######## block 1 ########
`config.mk`:
```
export PLATFORM = sky130hd
export DESIGN_NAME = tx_pkt_scheduler
export DESIGN_NICKNAME = d
export VERILOG_FILES = /design/src/rtl/tx_sched_pkg.sv /design/src/rtl/tx_len_counter.sv /design/src/rtl/tx_pkt_scheduler.sv
export SDC_FILE = /design/constraint.sdc
export NUM_CORES = 1
export LEC_CHECK = 0
export CORE_UTILIZATION = 47
export CTS_CLUSTER_DIAMETER = 200
export DETAILED_ROUTE_END_ITERATION = 8
export MAX_ROUTING_LAYER = met4
export PLACE_DENSITY = 0.8
export SYNTH_ARGS = -nofsm -noshare
export SYNTH_HDL_FRONTEND = slang
export SYNTH_SLANG_ARGS = --single-unit
```
`constraint.sdc`:
```
create_clock -name clk -period 2.1 [get_ports clk]
set_input_delay 0.42 -clock clk [delete_from_list [all_inputs] [get_ports clk]]
set_output_delay 0.42 -clock clk [all_outputs]
set_load 0.1 [all_outputs]
```
`src/rtl/tx_sched_pkg.sv`:
```
// ---------------------------------------------------------------------------
// tx_sched_pkg
// Shared types and default sizes for the USB transmit packet scheduler.
//   sched_state_t      : scheduler FSM states
//   LEN_W_DEF          : default width of the data-packet length field
//   MAX_ND_STREAK_DEF  : default cap on consecutive non-data grants while a
//                        data packet is waiting
// ---------------------------------------------------------------------------
package tx_sched_pkg;

   localparam int LEN_W_DEF         = 10;
   localparam int MAX_ND_STREAK_DEF = 4;

   typedef enum logic [1:0] {
      IDLE    = 2'd0,
      ND_SEND = 2'd1,
      D_SEND  = 2'd2
   } sched_state_t;

endpackage

```
`src/rtl/tx_len_counter.sv`:
```
// ---------------------------------------------------------------------------
// tx_len_counter
// Tracks the bytes still to send of the current data packet.
//   clk, srst   : clock, synchronous active-high reset
//   load        : capture load_len as both remaining count and packet length
//   load_len    : packet length in bytes (PID included)
//   dec         : one byte of the packet was handed to the encoder
//   is_first    : next byte is the first of the packet (sop)
//   is_last     : next byte is the last of the packet (eop)
// ---------------------------------------------------------------------------
module tx_len_counter
   import tx_sched_pkg::*;
#(
   parameter int LEN_W = LEN_W_DEF
) (
   input  logic             clk,
   input  logic             srst,
   input  logic             load,
   input  logic [LEN_W-1:0] load_len,
   input  logic             dec,
   output logic             is_first,
   output logic             is_last
);

   logic [LEN_W-1:0] remaining_q, remaining_d;
   logic [LEN_W-1:0] len_q, len_d;

   always_comb begin
      remaining_d = remaining_q;
      len_d       = len_q;
      if (load) begin
         remaining_d = load_len;
         len_d       = load_len;
      end else if (dec && (remaining_q > LEN_W'(1))) begin
         // The eop transfer leaves the count at 1; the FSM exits on it.
         remaining_d = remaining_q - LEN_W'(1);
      end
   end

   always_ff @(posedge clk) begin
      if (srst) begin
         remaining_q <= '0;
         len_q       <= '0;
      end else begin
         remaining_q <= remaining_d;
         len_q       <= len_d;
      end
   end

   assign is_first = (remaining_q != '0) && (remaining_q == len_q);
   assign is_last  = (remaining_q == LEN_W'(1));

endmodule

```
`src/rtl/tx_pkt_scheduler.sv`:
```
// ---------------------------------------------------------------------------
// tx_pkt_scheduler
// Shares the USB transmitter byte stream between the non-data FIFO (1-byte
// handshake packets) and the data FIFO (multi-byte data packets). Arbitrates
// in IDLE at packet boundaries, pops the granted FIFO on each encoder
// handshake and frames bytes with sop/eop.
//   clk, n_rst                : clock, synchronous ACTIVE-HIGH reset
//   nd_empty/nd_r_data        : non-data FIFO status and show-ahead head byte
//   nd_r_enable               : non-data FIFO pop
//   d_empty/d_r_data          : data FIFO status and show-ahead head byte
//   d_r_enable                : data FIFO pop
//   d_pkt_req/d_pkt_len       : complete data packet waiting, and its length
//   d_pkt_ack                 : pulse, length accepted / packet granted
//   tx_data/tx_valid/tx_ready : byte stream to the encoder
//   tx_sop/tx_eop             : first / last byte of the packet
//   grant_nd                  : current packet comes from the non-data FIFO
//   busy                      : a packet is being sent
//   err_underrun              : sticky, data FIFO ran dry mid-packet
//   err_len                   : pulse, zero-length data packet dropped
// ---------------------------------------------------------------------------
module tx_pkt_scheduler
   import tx_sched_pkg::*;
#(
   parameter int LEN_W         = LEN_W_DEF,
   parameter int MAX_ND_STREAK = MAX_ND_STREAK_DEF
) (
   input  logic             clk,
   input  logic             n_rst,
   input  logic             nd_empty,
   input  logic [7:0]       nd_r_data,
   output logic             nd_r_enable,
   input  logic             d_empty,
   input  logic [7:0]       d_r_data,
   output logic             d_r_enable,
   input  logic             d_pkt_req,
   input  logic [LEN_W-1:0] d_pkt_len,
   output logic             d_pkt_ack,
   output logic [7:0]       tx_data,
   output logic             tx_valid,
   input  logic             tx_ready,
   output logic             tx_sop,
   output logic             tx_eop,
   output logic             grant_nd,
   output logic             busy,
   output logic             err_underrun,
   output logic             err_len
);

   localparam int STREAK_W = $clog2(MAX_ND_STREAK + 1);

   sched_state_t        state_q, state_d;
   logic [STREAK_W-1:0] streak_q, streak_d;
   logic                err_underrun_q, err_underrun_d;
   logic                cnt_load, cnt_dec;
   logic                is_first, is_last;
   logic                nd_ok, d_ok;

   tx_len_counter #(.LEN_W(LEN_W)) u_len_counter (
      .clk      (clk),
      .srst     (n_rst),
      .load     (cnt_load),
      .load_len (d_pkt_len),
      .dec      (cnt_dec),
      .is_first (is_first),
      .is_last  (is_last)
   );

   assign nd_ok = !nd_empty;
   assign d_ok  = d_pkt_req;

   // Outputs follow the FIFO heads combinationally so the pop lands in the
   // same cycle as the handshake. Everything is held at 0 while in reset so
   // no pop or ack can escape during the reset cycle.
   always_comb begin
      state_d        = state_q;
      streak_d       = streak_q;
      err_underrun_d = err_underrun_q;
      cnt_load       = 1'b0;
      cnt_dec        = 1'b0;
      nd_r_enable    = 1'b0;
      d_r_enable     = 1'b0;
      d_pkt_ack      = 1'b0;
      err_len        = 1'b0;
      tx_data        = 8'h00;
      tx_valid       = 1'b0;
      tx_sop         = 1'b0;
      tx_eop         = 1'b0;
      grant_nd       = 1'b0;
      busy           = 1'b0;
      if (!n_rst) begin
         case (state_q)
            IDLE: begin
               // Non-data wins unless it has starved a waiting data packet
               // for MAX_ND_STREAK grants in a row.
               if (nd_ok && (!d_ok || (streak_q < STREAK_W'(MAX_ND_STREAK)))) begin
                  state_d  = ND_SEND;
                  streak_d = d_ok ? streak_q + STREAK_W'(1) : '0;
               end else if (d_ok) begin
                  d_pkt_ack = 1'b1;
                  cnt_load  = 1'b1;
                  streak_d  = '0;
                  if (d_pkt_len == '0) begin
                     err_len = 1'b1;
                  end else begin
                     state_d = D_SEND;
                  end
               end else begin
                  streak_d = '0;
               end
            end
            ND_SEND: begin
               busy     = 1'b1;
               grant_nd = 1'b1;
               tx_data  = nd_r_data;
               tx_valid = nd_ok;
               tx_sop   = 1'b1;
               tx_eop   = 1'b1;
               if (nd_ok && tx_ready) begin
                  nd_r_enable = 1'b1;
                  state_d     = IDLE;
               end
            end
            D_SEND: begin
               busy     = 1'b1;
               tx_data  = d_r_data;
               tx_valid = !d_empty;
               tx_sop   = is_first;
               tx_eop   = is_last;
               if (d_empty) begin
                  // Packet was announced complete, so running dry here is
                  // an upstream fault; wait for the bytes and flag it.
                  err_underrun_d = 1'b1;
               end else if (tx_ready) begin
                  d_r_enable = 1'b1;
                  cnt_dec    = 1'b1;
                  if (is_last) begin
                     state_d = IDLE;
                  end
               end
            end
            default: state_d = IDLE;
         endcase
      end
   end

   always_ff @(posedge clk) begin
      if (n_rst) begin
         state_q        <= IDLE;
         streak_q       <= '0;
         err_underrun_q <= 1'b0;
      end else begin
         state_q        <= state_d;
         streak_q       <= streak_d;
         err_underrun_q <= err_underrun_d;
      end
   end

   assign err_underrun = err_underrun_q;

endmodule

```
######## block 2 ########
### src/rtl/altusoc_uart_pkg.sv
// rtl/altusoc_uart_pkg.sv - shared constants and state encodings for the WB UART
package altusoc_uart_pkg;

  localparam logic [3:0] REG_DATA = 4'h0;
  localparam logic [3:0] REG_STAT = 4'h4;
  localparam logic [3:0] REG_DIV  = 4'h8;
  localparam logic [3:0] REG_IE   = 4'hC;

  localparam int STAT_TX_FULL    = 0;
  localparam int STAT_TX_EMPTY   = 1;
  localparam int STAT_RX_VALID   = 2;
  localparam int STAT_RX_FULL    = 3;
  localparam int STAT_RX_OVERRUN = 4;
  localparam int STAT_FRAME_ERR  = 5;
  localparam int STAT_TX_BUSY    = 6;

  localparam int IE_RX = 0;
  localparam int IE_TX = 1;

  localparam int OVS  = 16;
  localparam int BITS = 8;

  typedef enum logic [1:0] {TX_IDLE, TX_START, TX_DATA, TX_STOP} tx_state_t;
  typedef enum logic [1:0] {RX_IDLE, RX_START, RX_DATA, RX_STOP} rx_state_t;

endpackage

### src/rtl/altusoc_wb_uart_if.sv
// rtl/altusoc_wb_uart_if.sv - Wishbone slave bundle between interconnect and UART
interface altusoc_wb_uart_if;
  logic [3:0]  i_wb_adr;
  logic [31:0] i_wb_dat;
  logic [3:0]  i_wb_sel;
  logic        i_wb_we;
  logic        i_wb_cyc;
  logic        i_wb_stb;
  logic [31:0] o_wb_rdt;
  logic        o_wb_ack;

  modport master (
    output i_wb_adr, i_wb_dat, i_wb_sel, i_wb_we, i_wb_cyc, i_wb_stb,
    input  o_wb_rdt, o_wb_ack
  );

  modport slave (
    input  i_wb_adr, i_wb_dat, i_wb_sel, i_wb_we, i_wb_cyc, i_wb_stb,
    output o_wb_rdt, o_wb_ack
  );
endinterface

### src/rtl/altusoc_sync_fifo.sv
// rtl/altusoc_sync_fifo.sv - single-clock FIFO with push/pop passthrough when full or empty
module altusoc_sync_fifo #(
  parameter int WIDTH = 8,
  parameter int DEPTH = 8
) (
  input  logic             clk,
  input  logic             rst_n,
  input  logic             push,
  input  logic             pop,
  input  logic [WIDTH-1:0] din,
  output logic [WIDTH-1:0] dout,
  output logic             full,
  output logic             empty
);
  localparam int AW = $clog2(DEPTH);

  logic [WIDTH-1:0] mem [DEPTH];
  logic [AW-1:0]    wr_ptr;
  logic [AW-1:0]    rd_ptr;
  logic [AW:0]      count;
  logic             bypass;
  logic             wr_en;
  logic             rd_en;

  assign full  = (count == (AW+1)'(DEPTH));
  assign empty = (count == '0);
  // An empty FIFO hands a same-cycle push straight to the popper without storing it.
  assign bypass = empty & push & pop;
  assign wr_en  = push & (~full | pop) & ~bypass;
  assign rd_en  = pop & ~empty;
  assign dout   = empty ? din : mem[rd_ptr];

  // Storage array; contents need no reset since pointers define validity.
  always_ff @(posedge clk) begin
    if (wr_en) mem[wr_ptr] <= din;
  end

  // Pointer and occupancy bookkeeping.
  always_ff @(posedge clk or negedge rst_n) begin
    if (!rst_n) begin
      wr_ptr <= '0;
      rd_ptr <= '0;
      count  <= '0;
    end else begin
      if (wr_en) wr_ptr <= wr_ptr + AW'(1);
      if (rd_en) rd_ptr <= rd_ptr + AW'(1);
      case ({wr_en, rd_en})
        2'b10:   count <= count + (AW+1)'(1);
        2'b01:   count <= count - (AW+1)'(1);
        default: count <= count;
      endcase
    end
  end
endmodule

### src/rtl/altusoc_wb_uart.sv
// rtl/altusoc_wb_uart.sv - Wishbone UART, 8N1, 16x oversampling, TX/RX FIFOs and level irq
module altusoc_wb_uart
  import altusoc_uart_pkg::*;
#(
  parameter int          FIFO_DEPTH  = 8,
  parameter logic [15:0] DEFAULT_DIV = 16'd26
) (
  input  logic             clk,
  input  logic             rst_n,
  altusoc_wb_uart_if.slave wb,
  input  logic             i_rx,
  output logic             o_tx,
  output logic             o_irq
);
  logic [3:0]  reg_off;
  logic        req, wr, rd;
  logic        data_wr, data_rd, stat_wr, div_wr, ie_wr;
  logic [31:0] rd_val;
  logic [6:0]  stat;
  logic        unused_bits;

  logic [15:0] div, tick_cnt;
  logic        tick;
  logic [1:0]  ie;
  logic        rx_overrun, frame_err;

  logic        tx_full, tx_empty, tx_pop, tx_busy;
  logic [7:0]  tx_dout;
  tx_state_t   tx_state, tx_state_n;
  logic [3:0]  tx_ovs, tx_ovs_n;
  logic [2:0]  tx_bit, tx_bit_n;
  logic [7:0]  tx_shift, tx_shift_n;
  logic        tx_line_n;

  logic        rx_meta, rx_sync, rx_prev;
  logic        rx_full, rx_empty, rx_avail;
  logic        rx_push, rx_ovr_set, rx_ferr_set;
  logic [7:0]  rx_dout;
  rx_state_t   rx_state, rx_state_n;
  logic [3:0]  rx_ovs, rx_ovs_n;
  logic [2:0]  rx_bit, rx_bit_n;
  logic [7:0]  rx_shift, rx_shift_n;

  assign unused_bits = ^{wb.i_wb_adr[1:0], wb.i_wb_dat[31:16], wb.i_wb_sel[3:2]};

  assign reg_off = {wb.i_wb_adr[3:2], 2'b00};
  // Side effects fire only on the request cycle that raises ack.
  assign req     = wb.i_wb_cyc & wb.i_wb_stb & ~wb.o_wb_ack;
  assign wr      = req & wb.i_wb_we;
  assign rd      = req & ~wb.i_wb_we;
  assign data_wr = wr & (reg_off == REG_DATA) & wb.i_wb_sel[0];
  assign data_rd = rd & (reg_off == REG_DATA);
  assign stat_wr = wr & (reg_off == REG_STAT) & wb.i_wb_sel[0];
  assign div_wr  = wr & (reg_off == REG_DIV);
  assign ie_wr   = wr & (reg_off == REG_IE) & wb.i_wb_sel[0];

  assign tx_busy  = (tx_state != TX_IDLE);
  assign rx_avail = ~rx_empty | rx_push;
  assign tick     = (tick_cnt >= div);

  altusoc_sync_fifo #(.WIDTH(8), .DEPTH(FIFO_DEPTH)) u_tx_fifo (
    .clk(clk), .rst_n(rst_n), .push(data_wr), .pop(tx_pop),
    .din(wb.i_wb_dat[7:0]), .dout(tx_dout), .full(tx_full), .empty(tx_empty)
  );

  altusoc_sync_fifo #(.WIDTH(8), .DEPTH(FIFO_DEPTH)) u_rx_fifo (
    .clk(clk), .rst_n(rst_n), .push(rx_push), .pop(data_rd),
    .din(rx_shift), .dout(rx_dout), .full(rx_full), .empty(rx_empty)
  );

  // Status word and read-data mux.
  always_comb begin
    stat                  = '0;
    stat[STAT_TX_FULL]    = tx_full;
    stat[STAT_TX_EMPTY]   = tx_empty;
    stat[STAT_RX_VALID]   = ~rx_empty;
    stat[STAT_RX_FULL]    = rx_full;
    stat[STAT_RX_OVERRUN] = rx_overrun;
    stat[STAT_FRAME_ERR]  = frame_err;
    stat[STAT_TX_BUSY]    = tx_busy;
    rd_val = '0;
    case (reg_off)
      REG_DATA: rd_val[7:0]  = rx_avail ? rx_dout : 8'h00;
      REG_STAT: rd_val[6:0]  = stat;
      REG_DIV:  rd_val[15:0] = div;
      REG_IE:   rd_val[1:0]  = ie;
      default:  rd_val = '0;
    endcase
  end

  // Single-cycle ack with registered read data.
  always_ff @(posedge clk or negedge rst_n) begin
    if (!rst_n) begin
      wb.o_wb_ack <= 1'b0;
      wb.o_wb_rdt <= '0;
    end else begin
      wb.o_wb_ack <= req;
      wb.o_wb_rdt <= rd ? rd_val : 32'h0;
    end
  end

  // Control registers and sticky error bits; a set wins over a same-cycle clear.
  always_ff @(posedge clk or negedge rst_n) begin
    if (!rst_n) begin
      div        <= DEFAULT_DIV;
      ie         <= '0;
      rx_overrun <= 1'b0;
      frame_err  <= 1'b0;
    end else begin
      if (div_wr && wb.i_wb_sel[0]) div[7:0]  <= wb.i_wb_dat[7:0];
      if (div_wr && wb.i_wb_sel[1]) div[15:8] <= wb.i_wb_dat[15:8];
      if (ie_wr) ie <= wb.i_wb_dat[1:0];
      if (rx_ovr_set) rx_overrun <= 1'b1;
      else if (stat_wr && wb.i_wb_dat[STAT_RX_OVERRUN]) rx_overrun <= 1'b0;
      if (rx_ferr_set) frame_err <= 1'b1;
      else if (stat_wr && wb.i_wb_dat[STAT_FRAME_ERR]) frame_err <= 1'b0;
    end
  end

  // 16x tick generator; >= keeps it safe when DIV shrinks below the running count.
  always_ff @(posedge clk or negedge rst_n) begin
    if (!rst_n) tick_cnt <= '0;
    else if (div_wr || tick) tick_cnt <= '0;
    else tick_cnt <= tick_cnt + 16'd1;
  end

  // Registered level interrupt.
  always_ff @(posedge clk or negedge rst_n) begin
    if (!rst_n) o_irq <= 1'b0;
    else o_irq <= (ie[IE_RX] & ~rx_empty) | (ie[IE_TX] & tx_empty & ~tx_busy);
  end

  // TX state register; reset forces the line idle immediately.
  always_ff @(posedge clk or negedge rst_n) begin
    if (!rst_n) begin
      tx_state <= TX_IDLE;
      tx_ovs   <= '0;
      tx_bit   <= '0;
      tx_shift <= '0;
      o_tx     <= 1'b1;
    end else begin
      tx_state <= tx_state_n;
      tx_ovs   <= tx_ovs_n;
      tx_bit   <= tx_bit_n;
      tx_shift <= tx_shift_n;
      o_tx     <= tx_line_n;
    end
  end

  // TX next state: every line change happens on a tick so bit edges stay tick-aligned.
  always_comb begin
    tx_state_n = tx_state;
    tx_ovs_n   = tx_ovs;
    tx_bit_n   = tx_bit;
    tx_shift_n = tx_shift;
    tx_line_n  = o_tx;
    tx_pop     = 1'b0;
    case (tx_state)
      TX_IDLE: if (tick && !tx_empty) begin
        tx_pop     = 1'b1;
        tx_shift_n = tx_dout;
        tx_ovs_n   = '0;
        tx_line_n  = 1'b0;
        tx_state_n = TX_START;
      end
      TX_START: if (tick) begin
        if (tx_ovs == 4'(OVS-1)) begin
          tx_ovs_n   = '0;
          tx_bit_n   = '0;
          tx_line_n  = tx_shift[0];
          tx_state_n = TX_DATA;
        end else tx_ovs_n = tx_ovs + 4'd1;
      end
      TX_DATA: if (tick) begin
        if (tx_ovs == 4'(OVS-1)) begin
          tx_ovs_n = '0;
          if (tx_bit == 3'(BITS-1)) begin
            tx_line_n  = 1'b1;
            tx_state_n = TX_STOP;
          end else begin
            tx_bit_n   = tx_bit + 3'd1;
            tx_shift_n = {1'b0, tx_shift[7:1]};
            tx_line_n  = tx_shift[1];
          end
        end else tx_ovs_n = tx_ovs + 4'd1;
      end
      TX_STOP: if (tick) begin
        if (tx_ovs == 4'(OVS-1)) tx_state_n = TX_IDLE;
        else tx_ovs_n = tx_ovs + 4'd1;
      end
      default: tx_state_n = TX_IDLE;
    endcase
  end

  // Two-flop synchroniser plus delayed copy for falling-edge detection.
  always_ff @(posedge clk or negedge rst_n) begin
    if (!rst_n) begin
      rx_meta <= 1'b1;
      rx_sync <= 1'b1;
      rx_prev <= 1'b1;
    end else begin
      rx_meta <= i_rx;
      rx_sync <= rx_meta;
      rx_prev <= rx_sync;
    end
  end

  // RX state register.
  always_ff @(posedge clk or negedge rst_n) begin
    if (!rst_n) begin
      rx_state <= RX_IDLE;
      rx_ovs   <= '0;
      rx_bit   <= '0;
      rx_shift <= '0;
    end else begin
      rx_state <= rx_state_n;
      rx_ovs   <= rx_ovs_n;
      rx_bit   <= rx_bit_n;
      rx_shift <= rx_shift_n;
    end
  end

  // RX next state: half-bit wait to centre on the start bit, then full-bit spacing.
  always_comb begin
    rx_state_n  = rx_state;
    rx_ovs_n    = rx_ovs;
    rx_bit_n    = rx_bit;
    rx_shift_n  = rx_shift;
    rx_push     = 1'b0;
    rx_ovr_set  = 1'b0;
    rx_ferr_set = 1'b0;
    case (rx_state)
      RX_IDLE: if (rx_prev && !rx_sync) begin
        rx_ovs_n   = '0;
        rx_state_n = RX_START;
      end
      RX_START: if (tick) begin
        if (rx_ovs == 4'(OVS/2-1)) begin
          rx_ovs_n   = '0;
          rx_bit_n   = '0;
          rx_state_n = rx_sync ? RX_IDLE : RX_DATA;
        end else rx_ovs_n = rx_ovs + 4'd1;
      end
      RX_DATA: if (tick) begin
        if (rx_ovs == 4'(OVS-1)) begin
          rx_ovs_n   = '0;
          rx_shift_n = {rx_sync, rx_shift[7:1]};
          if (rx_bit == 3'(BITS-1)) rx_state_n = RX_STOP;
          else rx_bit_n = rx_bit + 3'd1;
        end else rx_ovs_n = rx_ovs + 4'd1;
      end
      RX_STOP: if (tick) begin
        if (rx_ovs == 4'(OVS-1)) begin
          rx_ovs_n   = '0;
          rx_state_n = RX_IDLE;
          if (!rx_sync) rx_ferr_set = 1'b1;
          else if (rx_full) rx_ovr_set = 1'b1;
          else rx_push = 1'b1;
        end else rx_ovs_n = rx_ovs + 4'd1;
      end
      default: rx_state_n = RX_IDLE;
    endcase
  end
endmodule

### src/flat_wrapper.sv
// flat-port wrapper written by rule: the top's interface ports become plain ports
module altusoc_wb_uart_flat import altusoc_uart_pkg::*;
#(
  parameter int          FIFO_DEPTH  = 8,
  parameter logic [15:0] DEFAULT_DIV = 16'd26
)
  (clk, rst_n, i_rx, o_tx, o_irq, wb_i_wb_adr, wb_i_wb_dat, wb_i_wb_sel, wb_i_wb_we, wb_i_wb_cyc, wb_i_wb_stb, wb_o_wb_rdt, wb_o_wb_ack);
  altusoc_wb_uart_if wb_i ();
  input  logic clk;
  input  logic rst_n;
  input  logic i_rx;
  output logic o_tx;
  output logic o_irq;
  input wire logic [$bits(wb_i.i_wb_adr)-1:0] wb_i_wb_adr;
  input wire logic [$bits(wb_i.i_wb_dat)-1:0] wb_i_wb_dat;
  input wire logic [$bits(wb_i.i_wb_sel)-1:0] wb_i_wb_sel;
  input wire logic [$bits(wb_i.i_wb_we)-1:0] wb_i_wb_we;
  input wire logic [$bits(wb_i.i_wb_cyc)-1:0] wb_i_wb_cyc;
  input wire logic [$bits(wb_i.i_wb_stb)-1:0] wb_i_wb_stb;
  output wire logic [$bits(wb_i.o_wb_rdt)-1:0] wb_o_wb_rdt;
  output wire logic [$bits(wb_i.o_wb_ack)-1:0] wb_o_wb_ack;
  assign wb_i.i_wb_adr = wb_i_wb_adr;
  assign wb_i.i_wb_dat = wb_i_wb_dat;
  assign wb_i.i_wb_sel = wb_i_wb_sel;
  assign wb_i.i_wb_we = wb_i_wb_we;
  assign wb_i.i_wb_cyc = wb_i_wb_cyc;
  assign wb_i.i_wb_stb = wb_i_wb_stb;
  assign wb_o_wb_rdt = wb_i.o_wb_rdt;
  assign wb_o_wb_ack = wb_i.o_wb_ack;
  altusoc_wb_uart #(.FIFO_DEPTH(FIFO_DEPTH), .DEFAULT_DIV(DEFAULT_DIV)) u_core (.clk(clk), .rst_n(rst_n), .wb(wb_i), .i_rx(i_rx), .o_tx(o_tx), .o_irq(o_irq));
endmodule
### config.mk
export PLATFORM = sky130hd
export DESIGN_NAME = altusoc_wb_uart_flat
export DESIGN_NICKNAME = d
export VERILOG_FILES = /design/src/rtl/altusoc_uart_pkg.sv /design/src/rtl/altusoc_wb_uart_if.sv /design/src/rtl/altusoc_sync_fifo.sv /design/src/rtl/altusoc_wb_uart.sv /design/src/flat_wrapper.sv
export SDC_FILE = /design/constraint.sdc
export NUM_CORES = 1
export LEC_CHECK = 0
export CORE_ASPECT_RATIO = 0.6
export CORE_UTILIZATION = 50
export DETAILED_ROUTE_END_ITERATION = 12
export GPL_TIMING_DRIVEN = 0
export PLACE_DENSITY = 0.76
export SKIP_LAST_GASP = 1
export SLEW_MARGIN = 20
export SYNTH_ARGS = -nofsm -noshare
export SYNTH_HDL_FRONTEND = slang
export SYNTH_SLANG_ARGS = --single-unit
### constraint.sdc
create_clock -name clk -period 4.4 [get_ports clk]
set_clock_uncertainty 0.1 [all_clocks]
set_input_delay 0.66 -clock clk [delete_from_list [all_inputs] [get_ports clk]]
set_output_delay 0.66 -clock clk [all_outputs]
set_load 0.01 [all_outputs]
######## block 3 ########
**src/rtl/scmp_bus_if_pkg.sv**
```systemverilog
// Shared types and constants for the SC/MP memory-side bus interface.
// The optional REQ timeout is enabled with SCMP_BUS_TIMEOUT_EN.
package scmp_bus_pak;

  typedef enum logic [1:0] {
    BUS_IDLE = 2'd0,
    BUS_REQ  = 2'd1,
    BUS_DONE = 2'd2
  } BUS_ST_t;

  // Status flag positions within D_o[7:4] during ADS
  localparam int FLG_IX_H = 3;
  localparam int FLG_IX_D = 2;
  localparam int FLG_IX_I = 1;
  localparam int FLG_IX_R = 0;

  localparam int TIMEOUT_DEF = 255;
  localparam logic [7:0] RDATA_ABORT = 8'hFF;

endpackage

```
**src/rtl/scmp_bus_if_wdog.sv**
```systemverilog
// REQ-phase watchdog: counts cycles while run is high and flags expiry on the
// TIMEOUT-th cycle. Only instantiated when SCMP_BUS_TIMEOUT_EN is defined.
module scmp_bus_wdog
  import scmp_bus_pak::*;
#(
  parameter int TIMEOUT = TIMEOUT_DEF
) (
  input  logic clk,
  input  logic rst_n,
  input  logic clear,
  input  logic run,
  output logic expired
);

  localparam logic [7:0] LAST = 8'(TIMEOUT - 1);

  logic [7:0] cnt_q;

  always_ff @(posedge clk or negedge rst_n) begin
    if (!rst_n) begin
      cnt_q <= 8'd0;
    end else if (clear) begin
      cnt_q <= 8'd0;
    end else if (run && (cnt_q != LAST)) begin
      cnt_q <= cnt_q + 8'd1;
    end
  end

  // cnt_q is 0 on the first REQ cycle, so LAST is reached on cycle TIMEOUT
  assign expired = run && (cnt_q == LAST);

endmodule

```
**src/rtl/scmp_bus_if.sv**
```systemverilog
// SC/MP bus demultiplexer: latches the ADS nibble/flags, runs one req/ack
// memory transfer per strobe and stalls the core via cpu_ce meanwhile.
// Optional REQ timeout/abort: define SCMP_BUS_TIMEOUT_EN.
// Handshake: mem_req rises on entering REQ and holds mem_addr/mem_we/mem_wdata
// stable until the cycle mem_ack is sampled high; mem_ack is ignored otherwise.
module scmp_bus_if
  import scmp_bus_pak::*;
#(
  parameter int TIMEOUT = TIMEOUT_DEF
) (
  input  logic        clk,
  input  logic        rst_n,
  input  logic        ADS_n,
  input  logic        RD_n,
  input  logic        WR_n,
  input  logic [11:0] addr,
  input  logic [7:0]  D_o,
  output logic [7:0]  D_i,
  output logic        cpu_ce,
  output logic [15:0] mem_addr,
  output logic [7:0]  mem_wdata,
  output logic        mem_we,
  output logic        mem_req,
  input  logic        mem_ack,
  input  logic [7:0]  mem_rdata,
  output logic        flag_h,
  output logic        flag_d,
  output logic        flag_i,
  output logic        flag_r,
  output logic        bus_err,
  output logic [1:0]  dbg_state
);

  BUS_ST_t    state_q, state_d;
  logic       ads_seen_q;
  logic [3:0] addr_hi_q;
  logic [3:0] flags_q;
  logic [7:0] rdata_q;

  logic strobe;
  logic stall;
  logic capture;
  logic go_req;
  logic ack_ok;
  logic abort;
  logic tmo_hit;

  assign strobe = !RD_n || !WR_n;

  // ADS is also taken in the stalled IDLE cycle so a same-cycle ADS+strobe works
  assign capture = !ADS_n && (state_q != BUS_REQ);

  always_comb begin
    state_d = state_q;
    stall   = 1'b0;
    go_req  = 1'b0;
    ack_ok  = 1'b0;
    tmo_hit = 1'b0;
    cpu_ce  = 1'b0;
    mem_req = 1'b0;
    case (state_q)
      BUS_IDLE: begin
        stall  = strobe && (ads_seen_q || !ADS_n);
        cpu_ce = !stall;
        if (strobe && ads_seen_q) begin
          go_req  = 1'b1;
          state_d = BUS_REQ;
        end
      end
      BUS_REQ: begin
        mem_req = 1'b1;
        if (mem_ack) begin
          ack_ok  = 1'b1;
          state_d = BUS_DONE;
        end else if (abort) begin
          tmo_hit = 1'b1;
          state_d = BUS_DONE;
        end
      end
      BUS_DONE: begin
        cpu_ce  = 1'b1;
        state_d = BUS_IDLE;
      end
      default: begin
        state_d = BUS_IDLE;
      end
    endcase
  end

  always_ff @(posedge clk or negedge rst_n) begin
    if (!rst_n) begin
      state_q    <= BUS_IDLE;
      ads_seen_q <= 1'b0;
      addr_hi_q  <= 4'h0;
      flags_q    <= 4'h0;
      mem_addr   <= 16'h0000;
      mem_we     <= 1'b0;
      mem_wdata  <= 8'h00;
      rdata_q    <= 8'h00;
    end else begin
      state_q <= state_d;
      if (capture) begin
        addr_hi_q <= D_o[3:0];
        flags_q   <= D_o[7:4];
      end
      if (go_req) begin
        ads_seen_q <= 1'b0;
      end else if (capture) begin
        ads_seen_q <= 1'b1;
      end
      if (go_req) begin
        mem_addr  <= {addr_hi_q, addr};
        mem_we    <= !WR_n;
        mem_wdata <= D_o;
      end
      if (ack_ok && !mem_we) begin
        rdata_q <= mem_rdata;
      end else if (tmo_hit) begin
        rdata_q <= RDATA_ABORT;
      end
    end
  end

`ifdef SCMP_BUS_TIMEOUT_EN
  logic bus_err_q;

  scmp_bus_wdog #(
    .TIMEOUT(TIMEOUT)
  ) u_wdog (
    .clk    (clk),
    .rst_n  (rst_n),
    .clear  (state_q != BUS_REQ),
    .run    (state_q == BUS_REQ),
    .expired(abort)
  );

  always_ff @(posedge clk or negedge rst_n) begin
    if (!rst_n) begin
      bus_err_q <= 1'b0;
    end else if (tmo_hit) begin
      bus_err_q <= 1'b1;
    end
  end

  assign bus_err = bus_err_q;
`else
  logic unused_timeout;

  assign abort          = 1'b0;
  assign bus_err        = 1'b0;
  assign unused_timeout = ^8'(TIMEOUT);
`endif

  assign D_i       = rdata_q;
  assign flag_h    = flags_q[FLG_IX_H];
  assign flag_d    = flags_q[FLG_IX_D];
  assign flag_i    = flags_q[FLG_IX_I];
  assign flag_r    = flags_q[FLG_IX_R];
  assign dbg_state = state_q;

endmodule

```
**config.mk**
```make
export PLATFORM = sky130hd
export DESIGN_NAME = scmp_bus_if
export DESIGN_NICKNAME = d
export VERILOG_FILES = /design/src/rtl/scmp_bus_if_pkg.sv /design/src/rtl/scmp_bus_if_wdog.sv /design/src/rtl/scmp_bus_if.sv
export SDC_FILE = /design/constraint.sdc
export NUM_CORES = 1
export LEC_CHECK = 0
export CORE_MARGIN = 2
export CORE_UTILIZATION = 35
export DETAILED_ROUTE_END_ITERATION = 6
export HOLD_SLACK_MARGIN = 0.03
export PLACE_DENSITY = 0.68
export RECOVER_POWER = 25
export REMOVE_ABC_BUFFERS = 1
export SETUP_SLACK_MARGIN = 0.3
export SYNTH_ARGS = -nofsm -noshare
export SYNTH_HDL_FRONTEND = slang
export SYNTH_SLANG_ARGS = --single-unit
export TNS_END_PERCENT = 100
```
**constraint.sdc**
```tcl
create_clock -name clk -period 1.6 [get_ports clk]
set_clock_uncertainty 0.15 [all_clocks]
set_input_delay 0.32 -clock clk [delete_from_list [all_inputs] [get_ports clk]]
set_output_delay 0.32 -clock clk [all_outputs]
set_load 0.05 [all_outputs]
```
### Cell outlines without signal wires, block 1

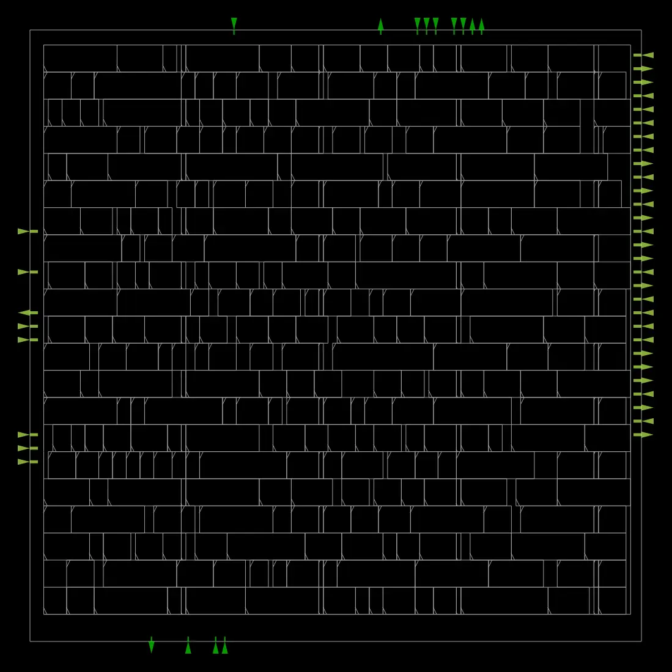
standard-cell row count: 21
final sequential cell count: 26
area of the core: 0.00336 mm²
Finished Layout Cells: 356

### M1 wires, block 1

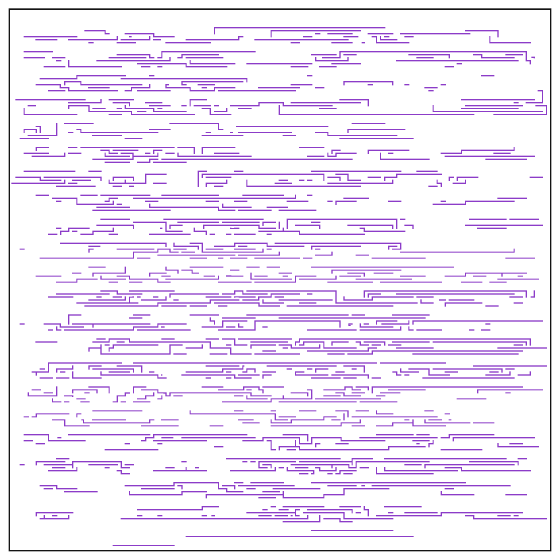
The wires run mostly horizontal. 314 nets have wire on it. The layer carries 3000 µm of wire. The longest straight run is 27.6 µm. The layer holds 34% of the routed length.

==> results.env, block 1 <==
YS_CELLS=208
SYNTH.LOGIC.TOP_FAMILY='simple AND/OR/NAND/NOR gates'
FIRST_PASS_ITERS=6
P_INT_mW=1.46
DRT_ITER0_MARKERS=328
CLK_PIN_SLEW_PS=150
RUN_STATUS='complete, but fails checks'
HTREEDEPTH=1
SETUP_VIOL=8
CRIT_END='tx_sop'
FIRST_GLOBAL_VIAS=2050
PLACEMENT.CELL_AREA_MM2=0.00279
RRSETUPSLACK_PS=-270
LARGESTREGISTERS='u_len_counter.len_q (10), u_len_counter.remaining_q (10), streak_q (3)'
SLEW-LIMIT-HEADROOM=0.661
FIN_WORST_SKEW_PS=10.6
SETUP_WS_PS=-331
POWER_FRAC_CLOCK=0.081
POWER.GROUP.TOP='combinational logic'
MOST_INSTANTIATED_FLIP_FLOP_CELL_IN_THE_SYNTHESIS_NETLIST='sky130_fd_sc_hd__dfxtp_1'
RSZ0062_AT_GRT='yes'
MAX_STAGE_DELAY_CELL_WORST_PATH='sky130_fd_sc_hd__dfxtp_1'
SIGNAL_BUFFER_AREA_FRACTION=0.375
HOLD_PATH.STARTPOINT='d_pkt_len[6]'
HOLD_WS_PS=495
GR-USAGE-ALL-LAYERS=0.395
GRT_PASS1_WL_UM=10200
TOP_CELLS_BY_COUNT='sky130_fd_sc_hd__dfxtp_1 (26), sky130_fd_sc_hd__nor2_1 (26), sky130_fd_sc_hd__nand2_1 (21), sky130_fd_sc_hd__a21oi_1 (12), sky130_fd_sc_hd__xnor2_1 (11)'
FLOORPLAN.INITIALDENSITY=0.492
TIMING.CRITICAL_PATH.FANOUT_MAX=3
VIOLATED_CHECKS='setup timing'
SYN_AREA_PER_CELL_UM2=7.96
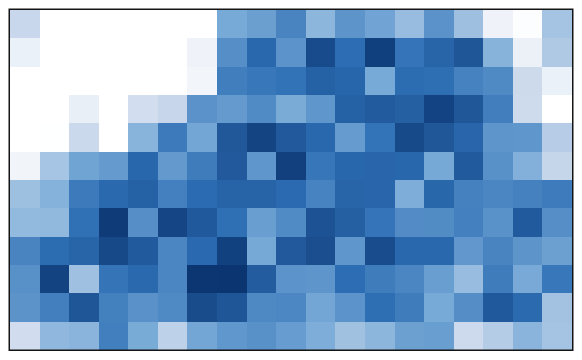
*Cell area per tile, block 2*
19 x 12 tiles, from white (low) to dark blue (high), 0 to 100% covered.
The emptiest ninth of the die: top left. The densest ninth of the die: middle. 28% of the tiles are over 75% full. 11% of the tiles are nearly empty. The mean over all tiles is 55%. The fullest tile reaches 98%.

### M1 wires, block 2

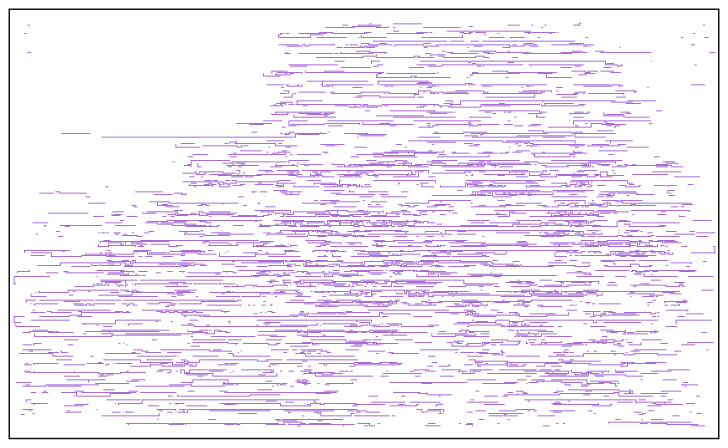
The layer holds 49% of the routed length. 903 nets have wire on it.

==> results.env, block 2 <==
DATA_ARRIVAL_TIME_AT_THE_WORST_SLACK_ENDPOINT_PS=4350
FINAL.CLKBUF_COUNT=27
RSZ0062_AT_GRT='no'
COMB_SHARE=0.318
CRITICALPATHCATEGORY='reg2reg'
HOLD_VIOL=0
YOSYS-MUX-AREA-FRACTION=0.120
CP_SLOWEST_STAGE_DELAY_PS=590
TIMING.RR.START='u_core.div[4]'
FINAL-INSTANCE-COUNT-EXCL-FILL=1202
CTS-RESIZED-GATES=0
RUN_STATUS='complete, but fails checks'
SYNTH_CELLS=809
RR_ENDPOINT='u_core.u_tx_fifo.count[2]'
DR_WL_MET2_UM=9990
INITIAL_ANTENNA_VIOLATION_COUNT=0
VIA_COUNT=6912
HP-CLASS='reg2reg'
POWER_FRAC_CLOCK=0.323
FINAL_SUM_OF_NEGATIVE_SETUP_SLACK_PS=0
SYNTH.YOSYS.WARNINGS=0
GRT_START_MAX_NET_PINS=75
ROUTE.DETAILED.DRC=3
FINAL_LAYOUT_TOP_LOGIC_CELLS='sky130_fd_sc_hd__edfxtp_1 (128), sky130_fd_sc_hd__dfrtp_1 (105), sky130_fd_sc_hd__a21oi_1 (53)'
DIE.SIZE.X_UM=193
WORST_SKEW_PAIR.LATE_LATENCY_PS=500
FINAL_AREA_MM2=0.0128
CTS_ROOT_BUFFER='sky130_fd_sc_hd__clkbuf_16'
FLOORPLAN.INITIALDENSITY=0.516
WL_MET1_UM=11400
GRT_PASS1_WL_UM=36500
SEQ_CELLS=240
PLACEMENT.SETUP.WORST_SLACK_PS=96.5
CTSLONGESTPATHBUFFERS=3
P_INT_mW=4.33
SYNTH_DOMINANT_CELL_COUNT='sky130_fd_sc_hd__edfxtp_1'
WORSTPATHREQUIRED_PS=4680
NUMBER_OF_DIFFERENT_LIBRARY_CELLS_IN_THE_POST_SYNTHESIS_NETLIST=65
TIMING.CRITICAL_PATH.FANOUT_MAX=11
AREA.COMBINATIONAL_MM2=0.00408
POWER.DENSITY_mW_PER_MM2=481
DP.FINAL_HPWL_UM=16300
HOLDPATHSTAGES=0
SETUP.WORST_PATH.START_CLASS='flop'
TAPS=279
VIOLATED_CHECKS='DRC'
NUM-NETS-FINAL=990
PORTBUFFERS=44
### Cell outlines without signal wires, block 3

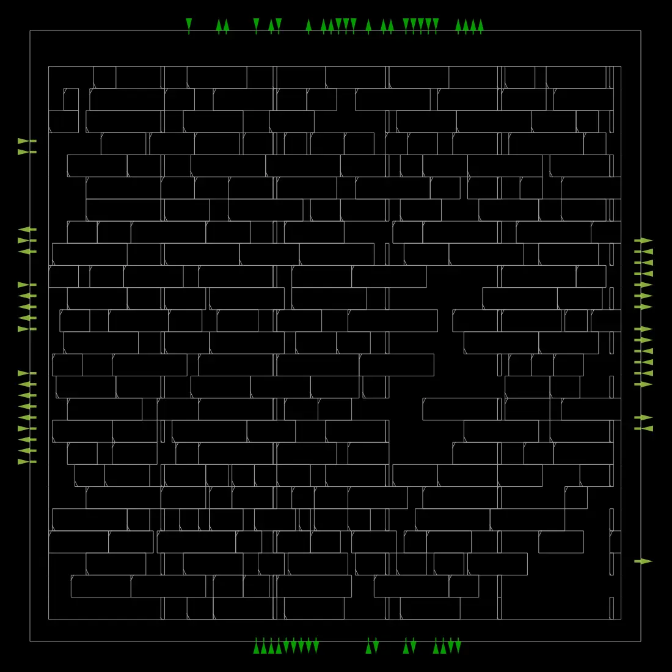
proportion of cell area occupied by registers: 0.311
post-layout util: 0.740
standard-cell row count: 25
count of filler cells inserted in the layout: 305

### Sequential cells grouped by signal name, block 3

Other sequential cells in the stronger gray, the rest of the logic in the fainter gray.
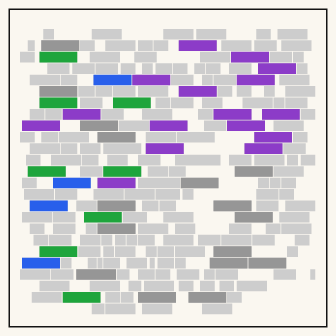
Key: green = mem_wdata [placed flops 8]; blue = flags_q [placed flops 4]; purple = mem_addr [placed flops 16]
Another 16 sequential cells are not colored.
total sequential power: 2.25 mW
Flop area: 0.00110 mm²

==> results.env, block 3 <==
COMBINATIONALPOWERSHARE=0.665
FINAL.CLKBUF_COUNT=7
POST_DRT_WL_PER_CELL_UM=17.4
CRITICAL_PATH_BUF_INV_COUNT=2
MOST_INSTANTIATED_FLIP_FLOP_CELL_IN_THE_SYNTHESIS_NETLIST='sky130_fd_sc_hd__dfrtp_1'
SLEW-LIMIT-HEADROOM=0.601
DATA_ARRIVAL_TIME_AT_THE_WORST_SLACK_ENDPOINT_PS=1170
AOI_SHARE=0.0148
FIRST_PASS_ITERS=4
SYNTH-EDFF-COUNT=0
HOLD_WS_PS=277
RRSETUPSLACK_PS=-40
GR-USAGE-ALL-LAYERS=0.179
NUMBER_OF_DIFFERENT_LIBRARY_CELLS_IN_THE_POST_SYNTHESIS_NETLIST=20
NUMBER_OF_MAXIMUM_CAPACITANCE_CONSTRAINT_VIOLATIONS=0
FIRST_GLOBAL_VIAS=1412
NUM-NETS-FINAL=247
HOLD_PATH_END='mem_we'
WORSTSETUPPATHDEPTH=3
TIMING.CRITICAL_PATH.FANOUT_MAX=3
FLOORPLAN.INITIALDENSITY=0.370
GLOBAL_ROUTE.OVERFLOW_TOTAL=0
SYNTH_ASYNC_SR_FLOP_SHARE=1.00
GR-USAGE-MET1=0.211
ROUTE.DETAILED.DRC=0
SYNTH_FLOPS=44
COMB_SHARE=0.198
CLK_PIN_SLEW_PS=80
HOLD_VIOL=0
LARGEST_REGISTER_FF_COUNT=16
GRTUSAGEMET2=0.307
LARGEST_REG_BY_FF_COUNT='mem_addr'
CLOCK.FMAX_GHz=0.609
IO_PINS=76
POWER_FRAC_CLOCK=0.098
TIMING.RR.START='dbg_state[1]'
YOSYS-MUX-AREA-FRACTION=0.296
VIOLATED_CHECKS='setup timing'
CTS-RESIZED-GATES=24
RUN_STATUS='complete, but fails checks'
SETUP_WS_PS=-40.7
HOLDPATHSTAGES=2
SYNTH_SEQUENTIAL_AREA_RATIO=0.622
SIMPLE_GATE_AREA_SHARE=0.0261
PWR-SHARE-SEQ=0.237
WORSTREGTOREGCELLS=5
CTS_ROOT_BUFFER='sky130_fd_sc_hd__clkbuf_8'
SYN_TO_FINAL_GROWTH_PCT=99.9
CRIT_END='mem_req'
SETUP_VIOL=26
AREA.COMBINATIONAL_UM2=701
SIGNAL_BUFFER_AREA_FRACTION=0.429
POWER.GROUP.TOP='combinational logic'
TIMING.FINAL.MAX_SLEW_VIOLATIONS=0
ROUTED_VIA_DENSITY=4.48
TAPS=67
DRT_ITER0_MARKERS=40
MET3_USAGE=0.0602
TOTAL_POWER_mW=9.53
POSTCTSSETUPBUFFERS=13
REPORTED_NET_SWITCHING_POWER_mW=3.78
P_COMB_mW=6.34
PORTBUFFERS=74
CRIT_PATH_CELL_TRACE='nor2b_4, buf_6, buf_12'
MULTI_INPUT_COMB_CELLS=52

==> screenshots <==
The metal 2 layer.
panel A
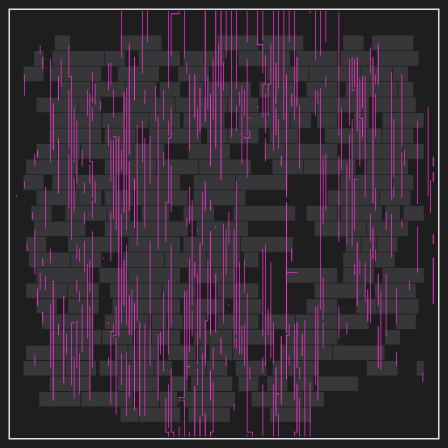
panel B
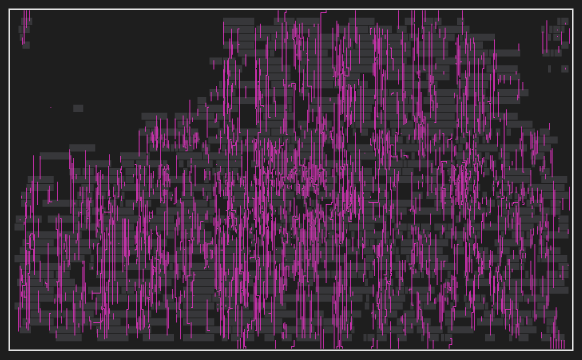
panel C
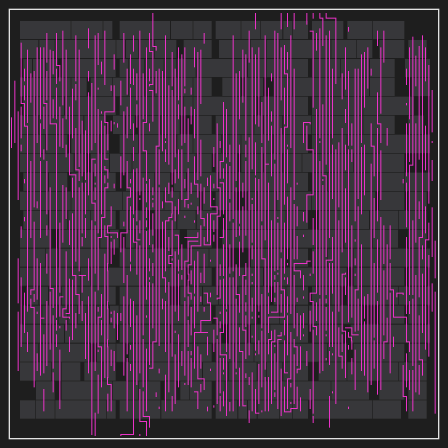
Block 1 is panel C.
Block 3 is panel A.
Block 2 is panel B.

Key to panel A:
The layer carries 2680 µm of wire. The longest straight run is 38.8 µm.


Power figures rest on the tool's default switching activity, not on a simulated workload.
